# ---- pc_fetch_ctrl ----
### Signal wires on met2, pc_fetch_ctrl

Scale bar: 20 um.
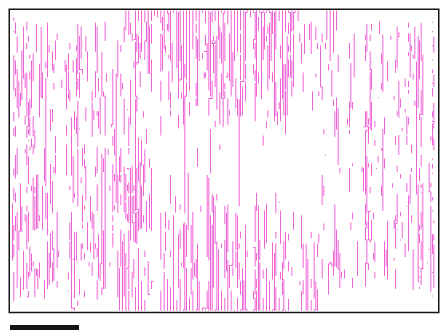

==> src/rtl/pc_fetch_pkg.sv <==
// pc_fetch_pkg
//  Shared definitions for the PC / instruction-fetch sequencer.
//  - fetch_state_t : fetch FSM states. FAULT is only reachable when the
//                    design is built with PC_BOUNDS_CHECK_EN.
//  - DEF_ADDR_W, DEF_RESET_PC : default PC width and reset vector.
//  - INSTR_W       : instruction word width.
package pc_fetch_pkg;

   localparam int          DEF_ADDR_W   = 32;
   localparam logic [31:0] DEF_RESET_PC = 32'h0;
   localparam int          INSTR_W      = 32;

   typedef enum logic [2:0] {
      BOOT  = 3'd0,
      REQ   = 3'd1,
      WAIT  = 3'd2,
      HOLD  = 3'd3,
      FAULT = 3'd4
   } fetch_state_t;

endpackage

==> src/rtl/pc_fetch_ctrl.sv <==
// pc_fetch_ctrl
//  Program-counter register and instruction-fetch sequencer. pc_out feeds an
//  external registered PC+1 adder whose result comes back on next_pc. Fetches
//  are word addressed and issued one at a time over a valid/ready request
//  channel; each accepted request returns exactly one in-order response pulse.
//  Fetched words go to decode with instr_valid, held while decode stalls.
//  Branch/jump redirects replace the PC and squash any in-flight fetch.
//
//  Build option: define PC_BOUNDS_CHECK_EN to add a range check on the PC.
//  Entering REQ with pc_out >= IMEM_DEPTH parks the FSM in FAULT (sticky
//  fault=1, no request) until a redirect to an in-range PC or reset. Without
//  the macro fault is tied low and no check exists.
//
//  Ports
//   clock, reset          rising-edge clock, async active-high reset
//   next_pc               registered pc_out+1 from the adder
//   redirect_valid/_pc    taken branch/jump pulse and target
//   stall                 decode not ready, hold the current instruction
//   pc_out                current PC
//   imem_req_valid/_addr  fetch request (addr = pc_out)
//   imem_req_ready        memory accepts request
//   imem_resp_valid/_data fetch response pulse and word
//   instr_valid/_out/_pc  instruction to decode and its PC
//   fault                 sticky bounds fault
module pc_fetch_ctrl
   import pc_fetch_pkg::*;
#(
   parameter int                ADDR_W     = DEF_ADDR_W,
   parameter logic [ADDR_W-1:0] RESET_PC   = ADDR_W'(DEF_RESET_PC),
   parameter int                IMEM_DEPTH = 256
) (
   input  logic               clock,
   input  logic               reset,
   input  logic [ADDR_W-1:0]  next_pc,
   input  logic               redirect_valid,
   input  logic [ADDR_W-1:0]  redirect_pc,
   input  logic               stall,
   output logic [ADDR_W-1:0]  pc_out,
   output logic               imem_req_valid,
   output logic [ADDR_W-1:0]  imem_req_addr,
   input  logic               imem_req_ready,
   input  logic               imem_resp_valid,
   input  logic [INSTR_W-1:0] imem_resp_data,
   output logic               instr_valid,
   output logic [INSTR_W-1:0] instr_out,
   output logic [ADDR_W-1:0]  instr_pc,
   output logic               fault
);

   fetch_state_t       state_q, state_d;
   logic [ADDR_W-1:0]  pc_q, pc_d;
   logic               drop_q, drop_d;     // in-flight response must be discarded
   logic               ivld_q, ivld_d;
   logic [INSTR_W-1:0] instr_q, instr_d;
   logic [ADDR_W-1:0]  ipc_q, ipc_d;
   logic               req_valid;

`ifdef PC_BOUNDS_CHECK_EN
   localparam logic [ADDR_W:0] DEPTH_EXT = (ADDR_W+1)'(IMEM_DEPTH);

   function automatic logic out_of_range(input logic [ADDR_W-1:0] pc);
      return {1'b0, pc} >= DEPTH_EXT;
   endfunction
`else
   logic unused_depth;
   assign unused_depth = ^IMEM_DEPTH;
`endif

   always_comb begin
      state_d   = state_q;
      pc_d      = pc_q;
      drop_d    = drop_q;
      ivld_d    = 1'b0;                     // instr_valid is a pulse unless held
      instr_d   = instr_q;
      ipc_d     = ipc_q;
      req_valid = 1'b0;

      case (state_q)
         // One idle cycle so the adder register sees the reset/redirect PC.
         BOOT: begin
            if (redirect_valid) pc_d = redirect_pc;
            state_d = REQ;
         end

         REQ: begin
            req_valid = 1'b1;
            if (redirect_valid) begin
               pc_d = redirect_pc;
               // Old address was accepted this edge: its response is stale.
               if (imem_req_ready) begin
                  state_d = WAIT;
                  drop_d  = 1'b1;
               end
            end else if (imem_req_ready) begin
               state_d = WAIT;
            end
         end

         WAIT: begin
            if (redirect_valid) begin
               pc_d = redirect_pc;
               if (imem_resp_valid) begin
                  drop_d  = 1'b0;
                  state_d = REQ;
               end else begin
                  drop_d  = 1'b1;
               end
            end else if (imem_resp_valid) begin
               if (drop_q) begin
                  drop_d  = 1'b0;
                  state_d = REQ;
               end else begin
                  ivld_d  = 1'b1;
                  instr_d = imem_resp_data;
                  ipc_d   = pc_q;
                  if (stall) begin
                     state_d = HOLD;
                  end else begin
                     pc_d    = next_pc;
                     state_d = REQ;
                  end
               end
            end
         end

         HOLD: begin
            if (redirect_valid) begin
               pc_d    = redirect_pc;
               state_d = REQ;
            end else if (stall) begin
               ivld_d  = 1'b1;
            end else begin
               pc_d    = next_pc;
               state_d = REQ;
            end
         end

`ifdef PC_BOUNDS_CHECK_EN
         FAULT: begin
            if (redirect_valid) begin
               pc_d    = redirect_pc;
               state_d = REQ;
            end
         end
`endif

         default: state_d = BOOT;
      endcase

`ifdef PC_BOUNDS_CHECK_EN
      // Every path into REQ passes here, so REQ never holds an illegal PC.
      if (state_d == REQ && out_of_range(pc_d)) state_d = FAULT;
`endif
   end

   always_ff @(posedge clock or posedge reset) begin
      if (reset) begin
         state_q <= BOOT;
         pc_q    <= RESET_PC;
         drop_q  <= 1'b0;
         ivld_q  <= 1'b0;
         instr_q <= '0;
         ipc_q   <= '0;
      end else begin
         state_q <= state_d;
         pc_q    <= pc_d;
         drop_q  <= drop_d;
         ivld_q  <= ivld_d;
         instr_q <= instr_d;
         ipc_q   <= ipc_d;
      end
   end

   assign pc_out         = pc_q;
   assign imem_req_valid = req_valid;
   assign imem_req_addr  = pc_q;
   assign instr_valid    = ivld_q;
   assign instr_out      = instr_q;
   assign instr_pc       = ipc_q;

`ifdef PC_BOUNDS_CHECK_EN
   assign fault = (state_q == FAULT);
`else
   assign fault = 1'b0;
`endif

endmodule
==> config.mk <==
export PLATFORM = sky130hd
export DESIGN_NAME = pc_fetch_ctrl
export DESIGN_NICKNAME = d
export VERILOG_FILES = /design/src/rtl/pc_fetch_pkg.sv /design/src/rtl/pc_fetch_ctrl.sv
export SDC_FILE = /design/constraint.sdc
export NUM_CORES = 1
export LEC_CHECK = 0
export CORE_ASPECT_RATIO = 0.7
export CORE_UTILIZATION = 43
export DETAILED_ROUTE_END_ITERATION = 12
export PLACE_DENSITY = 0.87
export SETUP_SLACK_MARGIN = 0.2
export SLEW_MARGIN = 20
export SYNTH_ARGS = -nofsm -noshare
export SYNTH_HDL_FRONTEND = slang
export SYNTH_SLANG_ARGS = --single-unit
==> constraint.sdc <==
create_clock -name clock -period 7.9 [get_ports clock]
set_input_delay 0.79 -clock clock [delete_from_list [all_inputs] [get_ports clock]]
set_output_delay 0.79 -clock clock [all_outputs]
set_load 0.05 [all_outputs]
# ---- hist_count_pipeline ----
$ cat src/rtl/hist_count_pipeline.sv
// Histogram front end: clears a 2^PIX_W-bin bank in m2, then counts packed pixels from m1
// through a read-modify-write pipeline with same-bin forwarding and saturating counts.
module hist_count_pipeline #(
    parameter int PIX_W        = 8,
    parameter int PIX_PER_WORD = 16,
    parameter int MEM_W        = 128,
    parameter int NUM_WORDS    = 4,
    parameter int CNT_W        = 16,
    parameter int ADDR_W       = 16
) (
    input  logic                     clock,
    input  logic                     rst,
    input  logic                     start,
    input  logic [ADDR_W-PIX_W-1:0]  base_offset,
    output logic [ADDR_W-1:0]        m1ReadAddr,
    input  logic [MEM_W-1:0]         m1ReadVal,
    output logic [ADDR_W-1:0]        m2ReadAddr,
    input  logic [MEM_W-1:0]         m2ReadVal,
    output logic [ADDR_W-1:0]        m2WriteAddr,
    output logic [MEM_W-1:0]         m2WriteVal,
    output logic                     m2WE,
    output logic                     busy,
    output logic                     sat,
    output logic                     done
);

    localparam int NBINS  = 1 << PIX_W;
    localparam int NPIX   = NUM_WORDS * PIX_PER_WORD;
    localparam int BASE_W = ADDR_W - PIX_W;
    localparam int CYC_W  = $clog2(((NBINS > NPIX) ? NBINS : NPIX) + 1);
    localparam int PSEL_W = (PIX_PER_WORD > 1) ? $clog2(PIX_PER_WORD) : 1;
    localparam logic [CNT_W-1:0] CNT_MAX = '1;

    localparam logic [2:0] S_IDLE  = 3'd0;
    localparam logic [2:0] S_CLEAR = 3'd1;
    localparam logic [2:0] S_COUNT = 3'd2;
    localparam logic [2:0] S_DRAIN = 3'd3;
    localparam logic [2:0] S_DONE  = 3'd4;

    generate
        if (PIX_W * PIX_PER_WORD > MEM_W) begin : g_bad_packing
            $error("PIX_W*PIX_PER_WORD must not exceed MEM_W");
        end
        if (CNT_W > MEM_W) begin : g_bad_count_width
            $error("CNT_W must not exceed MEM_W");
        end
        if (ADDR_W <= PIX_W) begin : g_bad_addr_width
            $error("ADDR_W must be larger than PIX_W");
        end
    endgenerate

    logic [2:0]        state;
    logic [BASE_W-1:0] base;
    logic [CYC_W-1:0]  cyc;
    logic [ADDR_W-1:0] word_idx;
    logic [PSEL_W-1:0] pix_sel;

    logic              s1_valid, s2_valid, s3_valid, s4_valid, s5_valid;
    logic [PSEL_W-1:0] s1_sel;
    logic [PIX_W-1:0]  s2_pixel, s3_pixel, s4_pixel, s5_pixel;
    logic [CNT_W-1:0]  s4_count, s5_count;

    logic [PIX_W-1:0]  fetched_pixel;
    logic [CNT_W-1:0]  old_count, new_count;
    logic              at_max;
    logic              clearing;
    logic              unused_bits;

    assign unused_bits = ^{m1ReadVal, m2ReadVal};

    always_ff @(posedge clock or posedge rst) begin
        if (rst) begin
            state    <= S_IDLE;
            base     <= '0;
            cyc      <= '0;
            word_idx <= '0;
            pix_sel  <= '0;
        end else begin
            case (state)
                S_IDLE: begin
                    if (start) begin
                        state <= S_CLEAR;
                        base  <= base_offset;
                        cyc   <= '0;
                    end
                end
                S_CLEAR: begin
                    if (cyc == CYC_W'(NBINS - 1)) begin
                        state    <= S_COUNT;
                        cyc      <= '0;
                        word_idx <= '0;
                        pix_sel  <= '0;
                    end else begin
                        cyc <= cyc + CYC_W'(1);
                    end
                end
                S_COUNT: begin
                    if (pix_sel == PSEL_W'(PIX_PER_WORD - 1)) begin
                        pix_sel  <= '0;
                        word_idx <= word_idx + ADDR_W'(1);
                    end else begin
                        pix_sel <= pix_sel + PSEL_W'(1);
                    end
                    if (cyc == CYC_W'(NPIX - 1)) begin
                        state <= S_DRAIN;
                        cyc   <= '0;
                    end else begin
                        cyc <= cyc + CYC_W'(1);
                    end
                end
                S_DRAIN: begin
                    if (cyc == CYC_W'(3)) begin
                        state <= S_DONE;
                        cyc   <= '0;
                    end else begin
                        cyc <= cyc + CYC_W'(1);
                    end
                end
                S_DONE: begin
                    if (!start) state <= S_IDLE;
                end
                default: state <= S_IDLE;
            endcase
        end
    end

    always_comb begin
        fetched_pixel = m1ReadVal[int'(s1_sel) * PIX_W +: PIX_W];
    end

    // Pixel c-1 is being written this cycle and pixel c-2 landed on the same edge our read
    // was sampled, so neither is visible in m2ReadVal yet; the youngest match wins.
    always_comb begin
        old_count = m2ReadVal[CNT_W-1:0];
        if (s4_valid && (s4_pixel == s3_pixel)) begin
            old_count = s4_count;
        end else if (s5_valid && (s5_pixel == s3_pixel)) begin
            old_count = s5_count;
        end
        at_max    = (old_count == CNT_MAX);
        new_count = at_max ? old_count : old_count + CNT_W'(1);
    end

    always_ff @(posedge clock or posedge rst) begin
        if (rst) begin
            s1_valid <= 1'b0;
            s2_valid <= 1'b0;
            s3_valid <= 1'b0;
            s4_valid <= 1'b0;
            s5_valid <= 1'b0;
            s1_sel   <= '0;
            s2_pixel <= '0;
            s3_pixel <= '0;
            s4_pixel <= '0;
            s5_pixel <= '0;
            s4_count <= '0;
            s5_count <= '0;
            sat      <= 1'b0;
        end else begin
            s1_valid <= (state == S_COUNT);
            s1_sel   <= pix_sel;
            s2_valid <= s1_valid;
            s2_pixel <= fetched_pixel;
            s3_valid <= s2_valid;
            s3_pixel <= s2_pixel;
            s4_valid <= s3_valid;
            s4_pixel <= s3_pixel;
            s4_count <= new_count;
            s5_valid <= s4_valid;
            s5_pixel <= s4_pixel;
            s5_count <= s4_count;
            if ((state == S_IDLE) && start) begin
                sat <= 1'b0;
            end else if (s3_valid && at_max) begin
                sat <= 1'b1;
            end
        end
    end

    always_comb begin
        clearing    = (state == S_CLEAR);
        busy        = clearing || (state == S_COUNT) || (state == S_DRAIN);
        done        = (state == S_DONE);
        m1ReadAddr  = (state == S_COUNT) ? word_idx : '0;
        m2ReadAddr  = s2_valid ? {base, s2_pixel} : '0;
        m2WE        = clearing || s4_valid;
        m2WriteAddr = '0;
        m2WriteVal  = '0;
        if (clearing) begin
            m2WriteAddr = {base, cyc[PIX_W-1:0]};
        end else if (s4_valid) begin
            m2WriteAddr = {base, s4_pixel};
            m2WriteVal  = MEM_W'(s4_count);
        end
    end

endmodule

$ cat config.mk
export PLATFORM = sky130hd
export DESIGN_NAME = hist_count_pipeline
export DESIGN_NICKNAME = d
export VERILOG_FILES = /design/src/rtl/hist_count_pipeline.sv
export SDC_FILE = /design/constraint.sdc
export NUM_CORES = 1
export LEC_CHECK = 0
export ABC_AREA = 1
export CAP_MARGIN = 20
export CORE_AREA = 2 2 176 178
export DETAILED_ROUTE_END_ITERATION = 7
export DIE_AREA = 0 0 178 180
export SYNTH_ARGS = -nofsm -noshare
export SYNTH_HDL_FRONTEND = slang
export SYNTH_SLANG_ARGS = --single-unit
$ cat constraint.sdc
create_clock -name clock -period 7.51 [get_ports clock]
set_clock_uncertainty 0.15 [all_clocks]
set_input_delay 1.502 -clock clock [delete_from_list [all_inputs] [get_ports clock]]
set_output_delay 1.502 -clock clock [all_outputs]
set_load 0.05 [all_outputs]
### Signal wires on met2, hist_count_pipeline

Scale bar: 50 um.
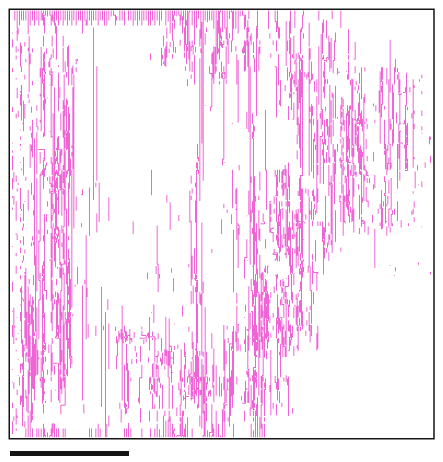
1162 nets have wire on it. The longest straight run is 83.3 um. The layer holds 51% of the routed length.
M2 GR Usage: 0.2518
Vias: 7120
final wirelength: 22.57 mm

==> results.txt, hist_count_pipeline <==
impl run done, here's what came out: status finished, final reports clean, Top Layout Cells 222 x clkdlybuf4s50_1, 192 x nand2_1, 167 x inv_1, 113 x dfrtp_1, 112 x conb_1, #FFs+latches synth 114, synth-to-layout area growth 34.90%, clkbuf count 18, drt wl/cell around 13 um, crit-path max FO 18, Top pwr grp the clock network, startpoint types flip-flop, CTS buffer count 17, worst reg2reg path depth 18, worst setup path class reg2out, Post-synth ARST share 1.000, fin. max-slew vios 0, total power 1852 uW, Critical Path, Cell by Cell nor3_4 -> clkinv_1 -> nand2_1 -> clkinv_1 -> nand2_1 -> o21ai_0 -> clkdlybuf4s50_1, Ports 447, hold buffer count at cts 0, worst-margin pin slew 1.029 ns, sequential cell count 114, Hold Path Origin s1_valid$_DFF_PP0_, top cells by count 192 x nand2_1, 168 x inv_1, 114 x dfrtp_1, Non-clk bufs 227, yosys aoi share 0.1127, Setup crit end kind output port, Final min period 5.176 ns, drt pass-1 iters 4, largest net degree at the start of global routing 97, WHS approximately 0.20 ns, top cell type by total area after synthesis dfrtp_1, Fin. Hold Viols 0, synthesized instance count 1078, Max-Cap Viols 0, yosys cell count 1078, Comb gates roughly 750, WP buf/inv 3, die width 178 um, num rows 64, Die Ht 180 um, Clock Power Share 0.420, comb area leader simple AND/OR/NAND/NOR gates, Synth Seq Share 0.3589, Critical R2R Launch cyc[0]$_DFFE_PP0P_, DRC violations left 0, Post-CTS Resized 0
==> hist_count_pipeline: stage by stage <==
step | cell area [um^2] | util | setup slack (ns) | cells
after global routing | 10720 | 0.3551 | 2.056 | 1696
after CTS | 10680 | 0.3539 | 2.269 | 1694
after global placement | 10110 | 0.3350 | 2.810 | 1662
after detailed placement | 10110 | 0.3350 | 2.722 | 1662
after floorplan | 8364 | - | 2.842 | 1189
final | 10720 | 0.3551 | 2.334 | 1696
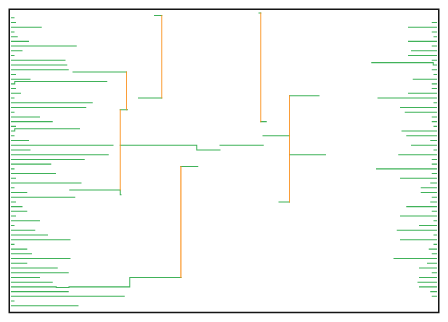
*Signal wires by layer, pc_fetch_ctrl*
Only two layers are drawn.
metal 3: shown in green, wire length 1030 um. metal 4: shown in orange, wire length 152 um.
drt wl/cell: 16.94 um
Total Routing Usage GR: 0.2068
Vias: 3045
final wirelength: 10.64 mm

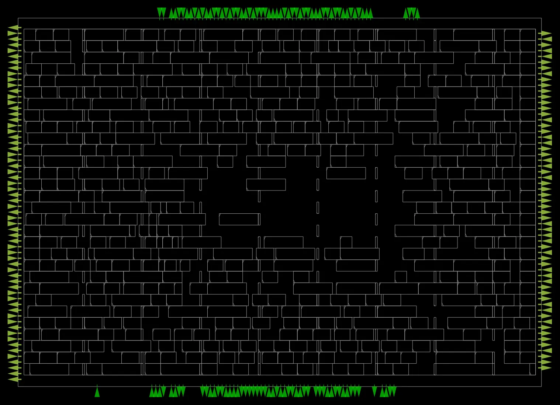
*Placement view, pc_fetch_ctrl*
num rows: 30
core area: 9834 um^2
final non-filler cell total: 628

About 'Signal wires on met2' of pc_fetch_ctrl:
The wires run mostly vertical. 550 nets have wire on it. The layer carries 5420 um of wire. The longest straight run is 40.5 um.
M2 GR Usage: 0.3687

==> results.txt, pc_fetch_ctrl <==
impl run done, here's what came out: status finished, final reports clean, DRC violations left 0, Hold Path Origin instr_pc[9]$_DFFE_PP0P_, Post-Synth XOR/XNOR Area 0, Clock Power Share 0.141, top cells by count 100 x dfrtp_1, 81 x mux2_1, 47 x mux2_2, Static Leak 0.002981 uW, Int Power around 1600 uW, worst reg2reg path depth 4, hold endpoint instr_pc[9]$_DFFE_PP0P_, WP buf/inv 3, dpl cells between 600 and 700, Worst Skew approximately 0.0054 ns, Cell Type Count 19, Syn Area/Cell 14.91 um^2, Synth Seq Share 0.5651, clock latency on the worst-skew pair 0.34 ns, #FFs+latches synth 100, Post-CTS Setup Bufs 0, busiest layer in global routing met2, RSZ-0062 raised after global routing false, Comb pwr share 0.589, setup TNS 0 ns, Met3 Wirelength roughly 1.0 mm, final core occ 0.7003, largest cells by area after synthesis dfrtp_1 57%, mux2_1 21%, mux2_2 12%, worst-margin pin slew 0.8759 ns, sw frac 0.4870, most common cell in the netlist dfrtp_1, Tightest Hold Check Type reg2reg, area share of the largest cell type after synthesis 0.5651, Placer Congestion 0.7099, CTS buffer count 9, Fin. Hold Viols 0, crit-path max FO 24, family with the most delay on the worst path buffers and inverters
==> pc_fetch_ctrl: registers in the layout (all words and copies together), names as in the netlist <==
register	flops
instr_pc	32
drop_q	1
instr_out	32
imem_req_addr	32
instr_valid	1
state_q	2
==> pc_fetch_ctrl: final cells by class <==
| type | instances | area [um^2] |
|---|---|---|
| clock buffers | 13 | 260.3 |
| clock inverters | 3 | 45.04 |
| fillers | 662 | 2948 |
| inverters | 4 | 17.52 |
| multi-input cells | 146 | 1567 |
| flip-flops and latches | 100 | 2502 |
| well taps | 128 | 160.2 |
| repair buffers | 234 | 2335 |

# ---- csr_bus_slave ----
### Signal wires by layer, csr_bus_slave

Only two layers are drawn.
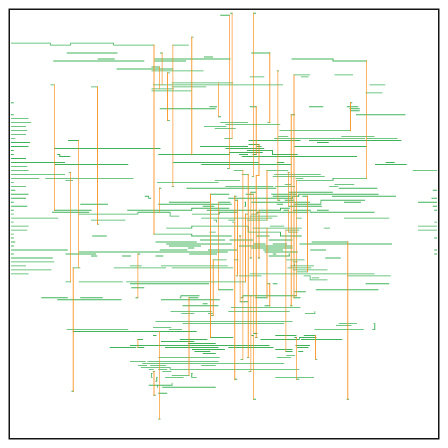

[config.mk]
export PLATFORM = sky130hd
export DESIGN_NAME = csr_bus_slave
export DESIGN_NICKNAME = d
export VERILOG_FILES = /design/src/rtl/csr_bus_slave.sv
export SDC_FILE = /design/constraint.sdc
export NUM_CORES = 1
export LEC_CHECK = 0
export CORE_MARGIN = 5
export CORE_UTILIZATION = 56
export CTS_BUF_LIST = sky130_fd_sc_hd__clkbuf_4 sky130_fd_sc_hd__clkbuf_8 sky130_fd_sc_hd__clkbuf_16
export DETAILED_ROUTE_END_ITERATION = 10
export GPL_TIMING_DRIVEN = 0
export PLACE_DENSITY = 0.83
export SETUP_SLACK_MARGIN = 0.15
export SYNTH_ARGS = -nofsm -noshare
export SYNTH_HDL_FRONTEND = slang
export SYNTH_SLANG_ARGS = --single-unit
[constraint.sdc]
create_clock -name sys_clk -period 3.15 [get_ports sys_clk]
set_input_delay 0.945 -clock sys_clk [delete_from_list [all_inputs] [get_ports sys_clk]]
set_output_delay 0.945 -clock sys_clk [all_outputs]
set_load 0.02 [all_outputs]
[src/rtl/csr_bus_slave.sv]
// CSR responder for the MAC config/status space: request/ack host bus, cfg_* outputs, clear-on-read frame counters.
// Optional build macro CSR_SCRATCH_EN maps a 32-bit RW scratch register at 0x18.
module csr_bus_slave #(
    parameter int unsigned WAIT_CYCLES  = 0,
    parameter logic [47:0] MAC_ADDR_RST = 48'h001122334455
) (
    input  logic        sys_clk,
    input  logic        sys_rstn,
    input  logic        bus_req,
    input  logic        bus_we,
    input  logic [7:0]  bus_addr,
    input  logic [31:0] bus_wdata,
    output logic        bus_ack,
    output logic [31:0] bus_rdata,
    output logic        bus_err,
    input  logic        tx_frame_done,
    input  logic        rx_frame_done,
    input  logic        rx_frame_err,
    output logic        cfg_tx_en,
    output logic        cfg_rx_en,
    output logic [1:0]  cfg_speed,
    output logic        cfg_full_duplex,
    output logic [47:0] cfg_mac_addr
);

    typedef enum logic [1:0] {IDLE, WAIT, RESP} state_t;

    localparam logic [5:0] W_CTRL   = 6'h00;
    localparam logic [5:0] W_MAC_LO = 6'h01;
    localparam logic [5:0] W_MAC_HI = 6'h02;
    localparam logic [5:0] W_TX     = 6'h03;
    localparam logic [5:0] W_RX     = 6'h04;
    localparam logic [5:0] W_RXERR  = 6'h05;
    localparam logic [5:0] W_SCR    = 6'h06;

    state_t      state, state_nxt;
    logic [3:0]  wait_cnt, wait_cnt_nxt;
    logic        req_we;
    logic [7:0]  req_addr;
    logic [31:0] req_wdata;
    logic [4:0]  ctrl;
    logic [47:0] mac;
    logic [31:0] tx_cnt, rx_cnt, rx_err_cnt;
`ifdef CSR_SCRATCH_EN
    logic [31:0] scratch;
`endif
    logic [7:0]  rd_addr;
    logic [5:0]  rd_word, req_word;
    logic [31:0] rd_val;
    logic        rd_err;
    logic        commit, clr;

    // NOTE: every signal written in always_comb gets a default first, so no path can infer a latch.
    always_comb begin
        state_nxt    = state;
        wait_cnt_nxt = wait_cnt;
        case (state)
            IDLE: if (bus_req) begin
                if (WAIT_CYCLES > 0) begin
                    state_nxt    = WAIT;
                    wait_cnt_nxt = 4'(WAIT_CYCLES);
                end else begin
                    state_nxt = RESP;
                end
            end
            WAIT: begin
                if (!bus_req)           state_nxt = IDLE;
                else if (wait_cnt == 1) state_nxt = RESP;
                else                    wait_cnt_nxt = wait_cnt - 4'd1;
            end
            RESP:    state_nxt = IDLE;
            default: state_nxt = IDLE;
        endcase
    end

    // With no wait states RESP is entered on the accepting edge, so decode the live address in IDLE.
    assign rd_addr  = (state == IDLE) ? bus_addr : req_addr;
    assign rd_word  = 6'(rd_addr >> 2);
    assign req_word = 6'(req_addr >> 2);

    always_comb begin
        rd_val = '0;
        rd_err = 1'b0;
        case (rd_word)
            W_CTRL:   rd_val = {27'd0, ctrl};
            W_MAC_LO: rd_val = mac[31:0];
            W_MAC_HI: rd_val = {16'd0, mac[47:32]};
            W_TX:     rd_val = tx_cnt;
            W_RX:     rd_val = rx_cnt;
            W_RXERR:  rd_val = rx_err_cnt;
`ifdef CSR_SCRATCH_EN
            W_SCR:    rd_val = scratch;
`endif
            default:  rd_err = 1'b1;
        endcase
    end

    assign bus_ack = (state == RESP);
    assign commit  = (state == RESP) &&  req_we;
    assign clr     = (state == RESP) && !req_we;

    // NOTE: sequential state uses non-blocking assignments so every flop samples pre-edge values.
    always_ff @(posedge sys_clk) begin
        if (!sys_rstn) begin
            state     <= IDLE;
            wait_cnt  <= '0;
            req_we    <= 1'b0;
            req_addr  <= '0;
            req_wdata <= '0;
            bus_rdata <= '0;
            bus_err   <= 1'b0;
        end else begin
            state    <= state_nxt;
            wait_cnt <= wait_cnt_nxt;
            if (state == IDLE && bus_req) begin
                req_we    <= bus_we;
                req_addr  <= bus_addr;
                req_wdata <= bus_wdata;
            end
            bus_rdata <= (state_nxt == RESP) ? rd_val : '0;
            bus_err   <= (state_nxt == RESP) && rd_err;
        end
    end

    always_ff @(posedge sys_clk) begin
        if (!sys_rstn) begin
            ctrl <= 5'h1B;
            mac  <= MAC_ADDR_RST;
`ifdef CSR_SCRATCH_EN
            scratch <= '0;
`endif
        end else if (commit) begin
            case (req_word)
                W_CTRL:   ctrl        <= req_wdata[4:0];
                W_MAC_LO: mac[31:0]   <= req_wdata;
                W_MAC_HI: mac[47:32]  <= req_wdata[15:0];
`ifdef CSR_SCRATCH_EN
                W_SCR:    scratch     <= req_wdata;
`endif
                default:  ;
            endcase
        end
    end

    // A pulse landing on the clear edge survives as a post-clear count of 1.
    always_ff @(posedge sys_clk) begin
        if (!sys_rstn) begin
            tx_cnt     <= '0;
            rx_cnt     <= '0;
            rx_err_cnt <= '0;
        end else begin
            if (clr && req_word == W_TX)              tx_cnt <= {31'd0, tx_frame_done};
            else if (tx_frame_done && tx_cnt != '1)   tx_cnt <= tx_cnt + 32'd1;
            if (clr && req_word == W_RX)              rx_cnt <= {31'd0, rx_frame_done};
            else if (rx_frame_done && rx_cnt != '1)   rx_cnt <= rx_cnt + 32'd1;
            if (clr && req_word == W_RXERR)           rx_err_cnt <= {31'd0, rx_frame_err};
            else if (rx_frame_err && rx_err_cnt != '1) rx_err_cnt <= rx_err_cnt + 32'd1;
        end
    end

    assign cfg_tx_en       = ctrl[0];
    assign cfg_rx_en       = ctrl[1];
    assign cfg_speed       = ctrl[3:2];
    assign cfg_full_duplex = ctrl[4];
    assign cfg_mac_addr    = mac;

endmodule

# ---- priority_dec_4bit_flat ----
### src/rtl/prienc_pkg.sv
// Shared definitions for the priority encode/decode family.
// Holds the code/data widths, the buffer occupancy state encodings and
// small helpers for mapping between an encoded index and a request vector.
package prienc_pkg;

  localparam int CODE_W = 2;
  localparam int DATA_W = 4;

  // Occupancy of the word buffer.
  typedef enum logic [1:0] {
    ST_EMPTY   = 2'd0,
    ST_PARTIAL = 2'd1,
    ST_FULL    = 2'd2
  } occ_state_t;

  // Index -> request vector. thermo=0 gives one-hot; thermo=1 sets every bit
  // from the index down to 0, which is the largest vector that still encodes
  // back to the same index. any=0 always yields an all-zero vector.
  function automatic logic [DATA_W-1:0] decode_word(input logic [CODE_W-1:0] code,
                                                    input logic              any,
                                                    input logic              thermo);
    logic [DATA_W-1:0] w;
    w = '0;
    if (any) begin
      for (int i = 0; i < DATA_W; i++) begin
        if (thermo ? (i <= int'(code)) : (i == int'(code))) w[i] = 1'b1;
      end
    end
    return w;
  endfunction

  // Request vector -> {any, index}; the highest set bit wins.
  function automatic logic [CODE_W:0] encode_req(input logic [DATA_W-1:0] req);
    logic [CODE_W:0] r;
    r = '0;
    for (int i = 0; i < DATA_W; i++) begin
      if (req[i]) r = {1'b1, CODE_W'(i)};
    end
    return r;
  endfunction

endpackage

### src/rtl/priority_dec_4bit_if.sv
// Handshake bundle for priority_dec_4bit.
//   in_valid/in_ready/in_code/in_any/mode : code input stream
//   out_valid/out_ready/out_d             : decoded word output stream
//   cnt_clr/word_cnt                      : delivered-word counter
// master = producer/consumer environment, slave = the decoder block.
interface priority_dec_4bit_if #(parameter int CNT_W = 8) ();
  import prienc_pkg::*;

  logic              in_valid;
  logic              in_ready;
  logic [CODE_W-1:0] in_code;
  logic              in_any;
  logic              mode;
  logic              out_valid;
  logic              out_ready;
  logic [DATA_W-1:0] out_d;
  logic              cnt_clr;
  logic [CNT_W-1:0]  word_cnt;

  modport master (
    output in_valid, in_code, in_any, mode, out_ready, cnt_clr,
    input  in_ready, out_valid, out_d, word_cnt
  );

  modport slave (
    input  in_valid, in_code, in_any, mode, out_ready, cnt_clr,
    output in_ready, out_valid, out_d, word_cnt
  );

endinterface

### src/rtl/prienc_fifo.sv
// Small word buffer with a registered head output.
//   clk, rst            : clock, async active-high reset
//   wr_valid/wr_ready   : push side; wr_ready = not full
//   wr_data             : word to store
//   rd_valid/rd_ready   : pop side; rd_valid and rd_data are flops
//   rd_data             : head word, zero while empty
//
// state      | meaning
// -----------+--------------------------------------------
// ST_EMPTY   | no words held, rd_valid=0
// ST_PARTIAL | 1..DEPTH-1 words held
// ST_FULL    | DEPTH words held, pushes are refused
module prienc_fifo import prienc_pkg::*; #(
  parameter int DEPTH = 2,
  parameter int WIDTH = DATA_W
) (
  input  logic             clk,
  input  logic             rst,
  input  logic             wr_valid,
  output logic             wr_ready,
  input  logic [WIDTH-1:0] wr_data,
  output logic             rd_valid,
  input  logic             rd_ready,
  output logic [WIDTH-1:0] rd_data
);

  localparam int PTR_W = (DEPTH > 1) ? $clog2(DEPTH) : 1;
  localparam int OCC_W = $clog2(DEPTH + 1);

  occ_state_t state_q, state_d;

  logic [WIDTH-1:0] mem [DEPTH];
  logic [PTR_W-1:0] wr_ptr_q, rd_ptr_q, rd_ptr_d;
  logic [OCC_W-1:0] occ_q, occ_d;
  logic             push, pop;
  logic [WIDTH-1:0] head_d;
  logic             rd_valid_q;
  logic [WIDTH-1:0] rd_data_q;

  assign push = wr_valid && wr_ready;
  assign pop  = rd_valid_q && rd_ready;

  // Pointers are PTR_W bits wide and DEPTH is a power of two, so the
  // increment wraps modulo DEPTH on its own.
  assign rd_ptr_d = pop ? rd_ptr_q + PTR_W'(1) : rd_ptr_q;

  always_comb begin
    occ_d = occ_q;
    case ({push, pop})
      2'b10:   occ_d = occ_q + OCC_W'(1);
      2'b01:   occ_d = occ_q - OCC_W'(1);
      default: occ_d = occ_q;
    endcase
  end

  // Next head word. When the slot about to become the head is the one being
  // written on this same edge (buffer empty, or down to its last word while
  // that word is popped), forward the incoming word instead of the stale slot.
  assign head_d = (push && (wr_ptr_q == rd_ptr_d)) ? wr_data : mem[rd_ptr_d];

  // State register
  always_ff @(posedge clk or posedge rst) begin
    if (rst) state_q <= ST_EMPTY;
    else     state_q <= state_d;
  end

  // Next-state logic
  always_comb begin
    state_d = state_q;
    case (state_q)
      ST_EMPTY: begin
        if (push) state_d = (DEPTH == 1) ? ST_FULL : ST_PARTIAL;
      end
      ST_PARTIAL: begin
        if (push && !pop && (occ_q == OCC_W'(DEPTH - 1))) state_d = ST_FULL;
        else if (pop && !push && (occ_q == OCC_W'(1)))    state_d = ST_EMPTY;
      end
      ST_FULL: begin
        if (pop) state_d = (DEPTH == 1) ? ST_EMPTY : ST_PARTIAL;
      end
      default: state_d = ST_EMPTY;
    endcase
  end

  // Output logic
  always_comb begin
    wr_ready = (state_q != ST_FULL);
    rd_valid = rd_valid_q;
    rd_data  = rd_data_q;
  end

  always_ff @(posedge clk or posedge rst) begin
    if (rst) begin
      wr_ptr_q   <= '0;
      rd_ptr_q   <= '0;
      occ_q      <= '0;
      rd_valid_q <= 1'b0;
      rd_data_q  <= '0;
    end else begin
      if (push) wr_ptr_q <= wr_ptr_q + PTR_W'(1);
      rd_ptr_q   <= rd_ptr_d;
      occ_q      <= occ_d;
      rd_valid_q <= (state_d != ST_EMPTY);
      rd_data_q  <= (state_d != ST_EMPTY) ? head_d : '0;
    end
  end

  // Storage needs no reset: a slot is only read after it has been written.
  always_ff @(posedge clk) begin
    if (push) mem[wr_ptr_q] <= wr_data;
  end

endmodule

### src/rtl/priority_dec_4bit.sv
// Priority index decoder with buffered output stream.
//   clk, rst  : clock, async active-high reset
//   bus       : slave side of priority_dec_4bit_if
//               in_*      accepted codes are decoded immediately (one-hot or
//                         thermometer per mode) and the 4-bit word is buffered
//               out_*     registered decoded words, held under back-pressure
//               word_cnt  saturating count of delivered words, cnt_clr wins
module priority_dec_4bit import prienc_pkg::*; #(
  parameter int FIFO_DEPTH = 2,
  parameter int CNT_W      = 8
) (
  input  logic                 clk,
  input  logic                 rst,
  priority_dec_4bit_if.slave   bus
);

  logic [DATA_W-1:0] dec_word;
  logic              out_hs;
  logic [CNT_W-1:0]  word_cnt_q;

  // Decode at accept time so the buffer holds words, not codes; mode is
  // therefore latched per entry.
  assign dec_word = decode_word(bus.in_code, bus.in_any, bus.mode);

  prienc_fifo #(
    .DEPTH (FIFO_DEPTH),
    .WIDTH (DATA_W)
  ) u_fifo (
    .clk      (clk),
    .rst      (rst),
    .wr_valid (bus.in_valid),
    .wr_ready (bus.in_ready),
    .wr_data  (dec_word),
    .rd_valid (bus.out_valid),
    .rd_ready (bus.out_ready),
    .rd_data  (bus.out_d)
  );

  assign out_hs = bus.out_valid && bus.out_ready;

  always_ff @(posedge clk or posedge rst) begin
    if (rst)                          word_cnt_q <= '0;
    else if (bus.cnt_clr)             word_cnt_q <= '0;
    else if (out_hs && !(&word_cnt_q)) word_cnt_q <= word_cnt_q + CNT_W'(1);
  end

  assign bus.word_cnt = word_cnt_q;

endmodule

### src/flat_wrapper.sv
// flat-port wrapper written by rule: the top's interface ports become plain ports
module priority_dec_4bit_flat import prienc_pkg::*;
#(
  parameter int FIFO_DEPTH = 2,
  parameter int CNT_W      = 8
)
  (clk, rst, bus_in_valid, bus_in_code, bus_in_any, bus_mode, bus_out_ready, bus_cnt_clr, bus_in_ready, bus_out_valid, bus_out_d, bus_word_cnt);
  priority_dec_4bit_if #(.CNT_W(CNT_W)) bus_i ();
  input  logic clk;
  input  logic rst;
  input wire logic [$bits(bus_i.in_valid)-1:0] bus_in_valid;
  input wire logic [$bits(bus_i.in_code)-1:0] bus_in_code;
  input wire logic [$bits(bus_i.in_any)-1:0] bus_in_any;
  input wire logic [$bits(bus_i.mode)-1:0] bus_mode;
  input wire logic [$bits(bus_i.out_ready)-1:0] bus_out_ready;
  input wire logic [$bits(bus_i.cnt_clr)-1:0] bus_cnt_clr;
  output wire logic [$bits(bus_i.in_ready)-1:0] bus_in_ready;
  output wire logic [$bits(bus_i.out_valid)-1:0] bus_out_valid;
  output wire logic [$bits(bus_i.out_d)-1:0] bus_out_d;
  output wire logic [$bits(bus_i.word_cnt)-1:0] bus_word_cnt;
  assign bus_i.in_valid = bus_in_valid;
  assign bus_i.in_code = bus_in_code;
  assign bus_i.in_any = bus_in_any;
  assign bus_i.mode = bus_mode;
  assign bus_i.out_ready = bus_out_ready;
  assign bus_i.cnt_clr = bus_cnt_clr;
  assign bus_in_ready = bus_i.in_ready;
  assign bus_out_valid = bus_i.out_valid;
  assign bus_out_d = bus_i.out_d;
  assign bus_word_cnt = bus_i.word_cnt;
  priority_dec_4bit #(.FIFO_DEPTH(FIFO_DEPTH), .CNT_W(CNT_W)) u_core (.clk(clk), .rst(rst), .bus(bus_i));
endmodule
### config.mk
export PLATFORM = sky130hd
export DESIGN_NAME = priority_dec_4bit_flat
export DESIGN_NICKNAME = d
export VERILOG_FILES = /design/src/rtl/prienc_pkg.sv /design/src/rtl/priority_dec_4bit_if.sv /design/src/rtl/prienc_fifo.sv /design/src/rtl/priority_dec_4bit.sv /design/src/flat_wrapper.sv
export SDC_FILE = /design/constraint.sdc
export NUM_CORES = 1
export LEC_CHECK = 0
export ABC_AREA = 1
export CAP_MARGIN = 20
export CORE_UTILIZATION = 55
export CTS_BUF_LIST = sky130_fd_sc_hd__clkbuf_8 sky130_fd_sc_hd__clkbuf_16
export CTS_CLUSTER_SIZE = 14
export DETAILED_ROUTE_END_ITERATION = 7
export DONT_BUFFER_PORTS = 1
export HOLD_SLACK_MARGIN = 0.05
export PLACE_DENSITY = 0.81
export SKIP_CTS_REPAIR_TIMING = 1
export SYNTH_ARGS = -nofsm -noshare
export SYNTH_HDL_FRONTEND = slang
export SYNTH_SLANG_ARGS = --single-unit
export TNS_END_PERCENT = 1
### constraint.sdc
create_clock -name clk -period 1.9 [get_ports clk]
set_input_delay 0.38 -clock clk [delete_from_list [all_inputs] [get_ports clk]]
set_output_delay 0.38 -clock clk [all_outputs]
set_load 0.02 [all_outputs]
# ---- instr_rom_rv32i ----
<file path="config.mk">
export PLATFORM = sky130hd
export DESIGN_NAME = instr_rom_rv32i
export DESIGN_NICKNAME = d
export VERILOG_FILES = /design/src/rtl/instr_rom_rv32i.sv
export SDC_FILE = /design/constraint.sdc
export NUM_CORES = 1
export LEC_CHECK = 0
export ABC_AREA = 1
export CORE_MARGIN = 10
export CORE_UTILIZATION = 33
export CTS_CLUSTER_SIZE = 25
export DETAILED_ROUTE_END_ITERATION = 10
export PLACE_DENSITY = 0.77
export RECOVER_POWER = 100
export SLEW_MARGIN = 20
export SYNTH_ARGS = -nofsm -noshare
export SYNTH_HDL_FRONTEND = slang
export SYNTH_SLANG_ARGS = --single-unit
</file>
<file path="constraint.sdc">
create_clock -name clock -period 1.4 [get_ports clock]
set_input_delay 0.28 -clock clock [delete_from_list [all_inputs] [get_ports clock]]
set_output_delay 0.28 -clock clock [all_outputs]
set_load 0.1 [all_outputs]
</file>
<file path="src/rtl/instr_rom_rv32i.sv">
// Read-only instruction memory holding the fixed RV32I test program.
// A byte address on PC selects a 32-bit word, which appears on INSTR one cycle later.
module instr_rom_rv32i #(
  parameter int unsigned DEPTH    = 64,
  parameter int unsigned ADDR_W   = 6,
  parameter logic [31:0] NOP_WORD = 32'h00000013
) (
  input  logic        clock,
  input  logic        reset,
  input  logic [31:0] PC,
  output logic [31:0] INSTR
);

  logic [ADDR_W-1:0] word_idx;
  logic [31:0]       word_num;
  logic              out_of_range;
  logic [31:0]       rom_word;
  logic [31:0]       instr_d;

  // PC[1:0] is dropped, so a misaligned PC reads the word that contains it.
  assign word_idx = PC[ADDR_W+1:2];
  assign word_num = 32'(word_idx);

  // Fetches beyond the ROM return a NOP rather than aliasing back onto low words.
  assign out_of_range = (PC >= (32'(DEPTH) * 32'd4));

  // Constant program lookup; every unlisted entry reads as a NOP.
  always_comb begin
    rom_word = NOP_WORD;
    case (word_num)
      32'd0:   rom_word = 32'h00500093; // addi x1,x0,5
      32'd1:   rom_word = 32'h00A00113; // addi x2,x0,10
      32'd2:   rom_word = 32'h002081B3; // add  x3,x1,x2
      32'd3:   rom_word = 32'h40110233; // sub  x4,x2,x1
      32'd4:   rom_word = 32'h0020F2B3; // and  x5,x1,x2
      32'd5:   rom_word = 32'h0020E333; // or   x6,x1,x2
      32'd6:   rom_word = 32'h00302023; // sw   x3,0(x0)
      32'd7:   rom_word = 32'h00002383; // lw   x7,0(x0)
      32'd8:   rom_word = 32'h00718463; // beq  x3,x7,+8
      32'd9:   rom_word = 32'h00100413; // addi x8,x0,1 (skipped when branch taken)
      32'd10:  rom_word = 32'h00200413; // addi x8,x0,2
      32'd11:  rom_word = 32'h0000006F; // jal  x0,0 (halt loop)
      default: rom_word = NOP_WORD;
    endcase
  end

  // Next output word: NOP for out-of-range fetches, otherwise the ROM entry.
  always_comb begin
    instr_d = rom_word;
    if (out_of_range) begin
      instr_d = NOP_WORD;
    end
  end

  // Output register; synchronous reset loads the NOP.
  always_ff @(posedge clock) begin
    if (reset) begin
      INSTR <= NOP_WORD;
    end else begin
      INSTR <= instr_d;
    end
  end

endmodule

</file>
### Signal wires by layer, priority_dec_4bit_flat

Only two layers are drawn.
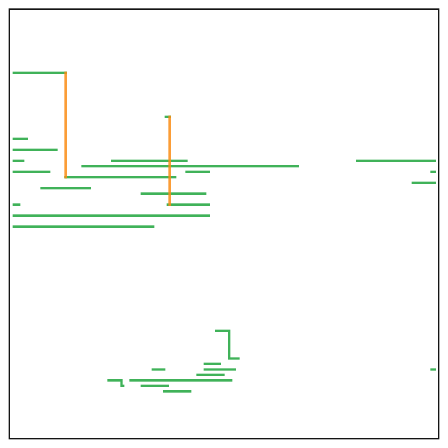
metal 3: shown in green, wire length 183 um. metal 4: shown in orange, wire length 23.8 um.
drt wl/cell: 14.03 um
Total Routing Usage GR: 0.2366
Vias: 1181

==> results.txt, priority_dec_4bit_flat <==
impl run done, here's what came out: CTS buffer count 3, Non-clock buffering overhead 0.004934, status finished, final reports clean, fin area 1521 um^2, Tapcell Cnt 30, Critical R2R Launch u_core.u_fifo.state_q[1]$_DFF_PP0_, DR iter-0 viols 33, Seq pwr share 0.464, Comb power 723 uW, Tightest Hold Check Type in2async, worst setup path class reg2reg, Signal inverters 29, Slew HR 0.5147, Setup crit end kind flip-flop, Log Warnings 27, synth-to-layout area growth 6.294%, top cell type by total area after synthesis dfrtp_1, num rows 18, dpl cells 205, f_max between 500 and 600 MHz, Post-synth ARST share 0.7037, Seq. pwr between 900 and 1000 uW, Top pwr grp registers, Worst R2R End u_core.u_fifo.rd_data[1]$_DFF_PP0_, H-tree depth 1, Cell Type Count 23, yosys synthesis chip area 1431 um^2
==> priority_dec_4bit_flat: cells by family after synthesis <==
kind of cell	synth area share
flops	0.5000
fa+ha+maj	0.03497
simple gates	0.3042
buf+inv	0.07955
compound gates	0.06293
xor+xnor	0.01836
==> priority_dec_4bit_flat: layer usage <==
layer  vias up  share of wire  routed length [um]  GRT usage
li1        563              -                   -          -
met1       566           0.41                1210     0.2938
met2        48           0.52                1516     0.4072
met3         4          0.062                 182    0.05172
met4         0         0.0078                  23    0.07018
met5         -              0                   0          0
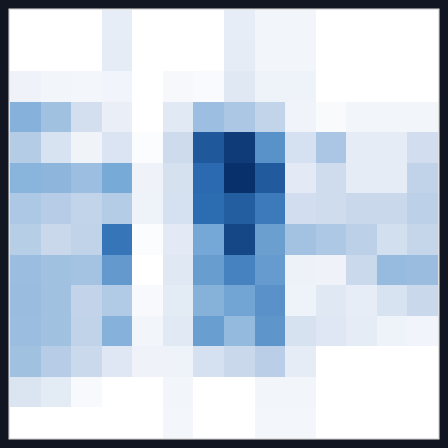
*Wire density map, instr_rom_rv32i*
14 x 14 tiles, from white (low) to dark blue (high), scaled to the fullest tile. Values are wire area over tile area, all layers added.
The emptiest ninth of the die: top right. The fullest tile reaches 0.46. The densest ninth of the die: middle. 26% of the tiles are nearly empty. The mean over all tiles is 0.092.
drt wl/cell: 12.75 um
final wirelength: 2.704 mm
Vias: 947
Total Routing Usage GR: 0.09328

==> results.txt, instr_rom_rv32i <==
impl run done, here's what came out: busiest layer in global routing met2, Post-Synth XOR/XNOR Area 0, Pwr per Cell Area between 700 and 800 nW/um^2, final non-filler cell total 212, Log Warnings 31, flop share of the area 0.2416, Psw ~370 uW, startpoint types primary input, Met3 Wirelength about 360 um, Clock Power Share 0.224, Max rail drop VDD 0.4829 mV, synthesized instance count 119, core area around 2500 um^2, slowest stage delay, CP 0.51 ns, yosys aoi share 0.05682, Fin. Hold Viols 0, layout filler cell count 218, clock-cell share of area 0.01505, M2 GR Usage 0.1510, Seq pwr share 0.468, DP Area around 1600 um^2, highest routed layer met4, WHS 0.6277 ns, CTS Buffer Depth 2, RSZ-0062 raised after global routing true, max reg flops 18, top cells by count 29 x nor2_1, 18 x dfxtp_1, 15 x nand2_1, ant diodes 0, Cell Type Count 19, comb area leader simple AND/OR/NAND/NOR gates, sw frac 0.3361, Synth Seq Share 0.4091, Adder Share, Synth 0.04261, Comb gates 84, synth-to-layout area growth 69.89%, CP dominant cell by count inv_1, yosys synthesis chip area 880.8 um^2, period utilisation layout 0.9852, sequential cell count 18, #FFs+latches synth 18, DR iter-0 viols 23, total power 1094 uW, Sink Count 18, Tightest Hold Check Type in2reg, largest registers INSTR x18, CTS buffer count 3, and+or+nand+nor area frac 0.2940, top cell type by total area after synthesis dfxtp_1, Placer Congestion 0.8098, status finished, final reports clean, family with the most delay on the worst path buffers and inverters, pre-CTS WS -0.2667 ns, Ports 66, Post-CTS Resized 0, Biggest register INSTR, area share of the largest cell type after synthesis 0.4091, fin area approximately 1500 um^2, Dominant flop cell dfxtp_1, Die Ht about 72 um, Tapcell Cnt 30, Comb pwr share 0.308, WL met2 1.114 mm, Critical Path, Cell by Cell clkdlybuf4s50_1 -> inv_1 -> ha_1 -> nor2_2 -> nand3_4 -> nand2_1 -> inv_1, most common cell in the netlist nor2_1, clkbuf count 3, largest net degree at the start of global routing 12
## instr_rom_rv32i: power by group through the flow
stage	combinational, uW	sequential, uW	clock (uW)
after floorplan	226	523	0
after global placement	320	523	0
after detailed placement	326	523	0
after CTS	327	511	253
after global routing	355	512	264
final	337	511	245
## instr_rom_rv32i: layout by cell type (no fill, tap or decap), drive strengths merged
cell type and count:
buf 14, dlymetal6s2s 1, inv 12, clkbuf 23
a21oi 4, clkdlybuf4s50 30, nand3 9, o21ai 6
conb 13, nor3 2, dfxtp 18, nor2 31
ha 3, nand2 16
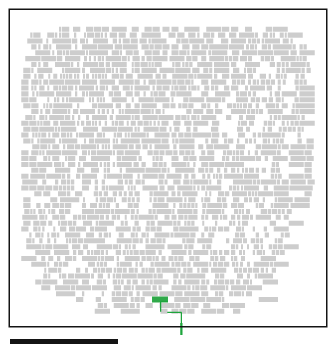
*I/O nets highlighted, csr_bus_slave*
Scale bar: 50 um.
`bus_err`: shown in green, bits 1, direction output, edge bottom, end cells 1, wire 20.4 um.
Ports: 134
number of port buffers: 130

About 'Signal wires by layer' of csr_bus_slave:
metal 3: shown in green, wire length 3420 um. metal 4: shown in orange, wire length 1740 um.
Vias: 10670
drt wl/cell: 21.37 um

==> results.txt, csr_bus_slave <==
impl run done, here's what came out: clock latency on the worst-skew pair about 0.53 ns, top cell type by total area after synthesis dfxtp_1, Fin. Hold Viols 0, die area 21400 um^2, Critical Path AT 3.28 ns, syn nets roughly 1300, num rows 49, Post-CTS Setup Bufs 0, fin area 12960 um^2, Worst path slowest cell or4_1, yosys aoi share 0.2230, WHS 0.4700 ns, WP buf/inv 3, Tightest Hold Check Type reg2reg, family with the most delay on the worst path buffers and inverters, Cell Type Count 60, Net count, final 1453, share of cells above drive strength 1 0.07551, H-tree depth 1, Pwr per Cell Area 473.4 nW/um^2, startpoint types primary input, DR vias/cell 6.481, Hold Path Cell Cnt 2, Signal inverters 18, period utilisation layout 0.9189, Synth warnings 0, HPWL Detailed roughly 26 mm, Log Warnings 30, PnR worst setup slack 0.2554 ns, fin. max-slew vios 0, Comb power 358 uW, top cell category logic gates, Tapcell Cnt 229, GR Overflow Total 0, r2r setup slk 0.34 ns, Post-synth ARST share 0, hold buffer count at cts 0, drt pass-1 iters 6, Post-CTS Resized 13, Seq. pwr 2950 uW, sw frac 0.2346, dpl cells 1597, worst setup path class in2reg, Max-Cap Viols 0, CTS tree done, initial antenna violation count 0, Synth Cell Area 10400 um^2, Setup crit end kind flip-flop, Static Leak 0.004237 uW, sequential cell count 227, final non-filler cell total around 1600, Psw 1439 uW, FF/Latch Area 4546 um^2, status finished, final reports clean, total power 6135 uW, Top pwr grp registers, final setup violation count 0, clock-cell share of area 0.06044, Power Clock between 2000 and 3000 uW, Die Ht 146.3 um, Max rail drop VDD 0.4428 mV, Syn Area/Cell 8.402 um^2
-- csr_bus_slave: routing by layer --
layer,vias up,global-route usage,share of wire
met3,119,0.05485,0.097
met1,5048,0.4226,0.40
met5,-,0,0
li1,4900,-,-
met2,601,0.4990,0.45
met4,0,0.1265,0.049
-- csr_bus_slave: sequential cells by signal, indices dropped and copies added, names as in the netlist --
name and cells:
cfg_mac_addr 48, bus_rdata 32, req_wdata 32, rx_cnt 32, rx_err_cnt 32, tx_cnt 32, req_addr 6, ctrl 5
wait_cnt 4, state 2, bus_err 1, req_we 1


==> layout pictures side by side <==
Signal wires on met2.
shot_01.png
Scale bar: 20 um.
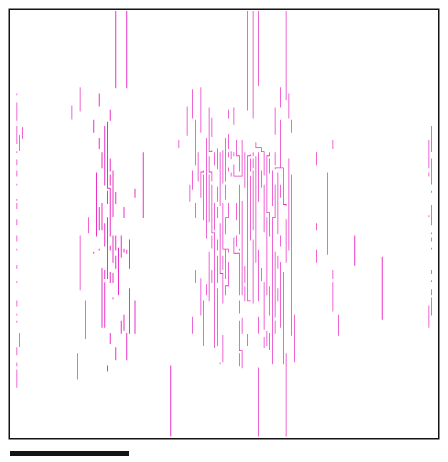
shot_02.png
Scale bar: 20 um.
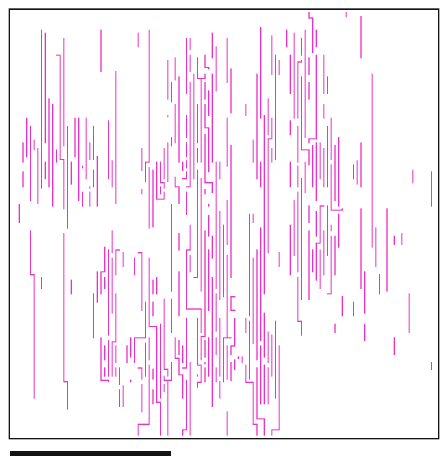
shot_03.png
Scale bar: 50 um.
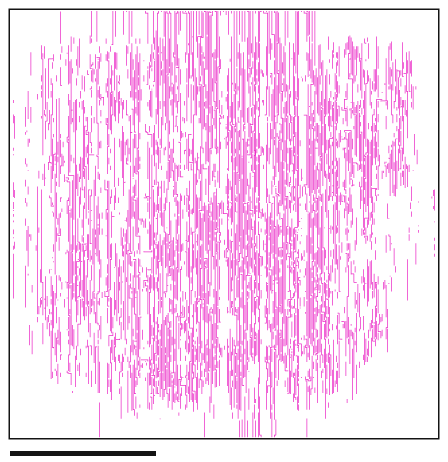
- largest die: shot_03.png
- shot_01.png = instr_rom_rv32i
- shot_03.png = csr_bus_slave
- shot_02.png = priority_dec_4bit_flat

Power is estimated from default activity; no workload was simulated.
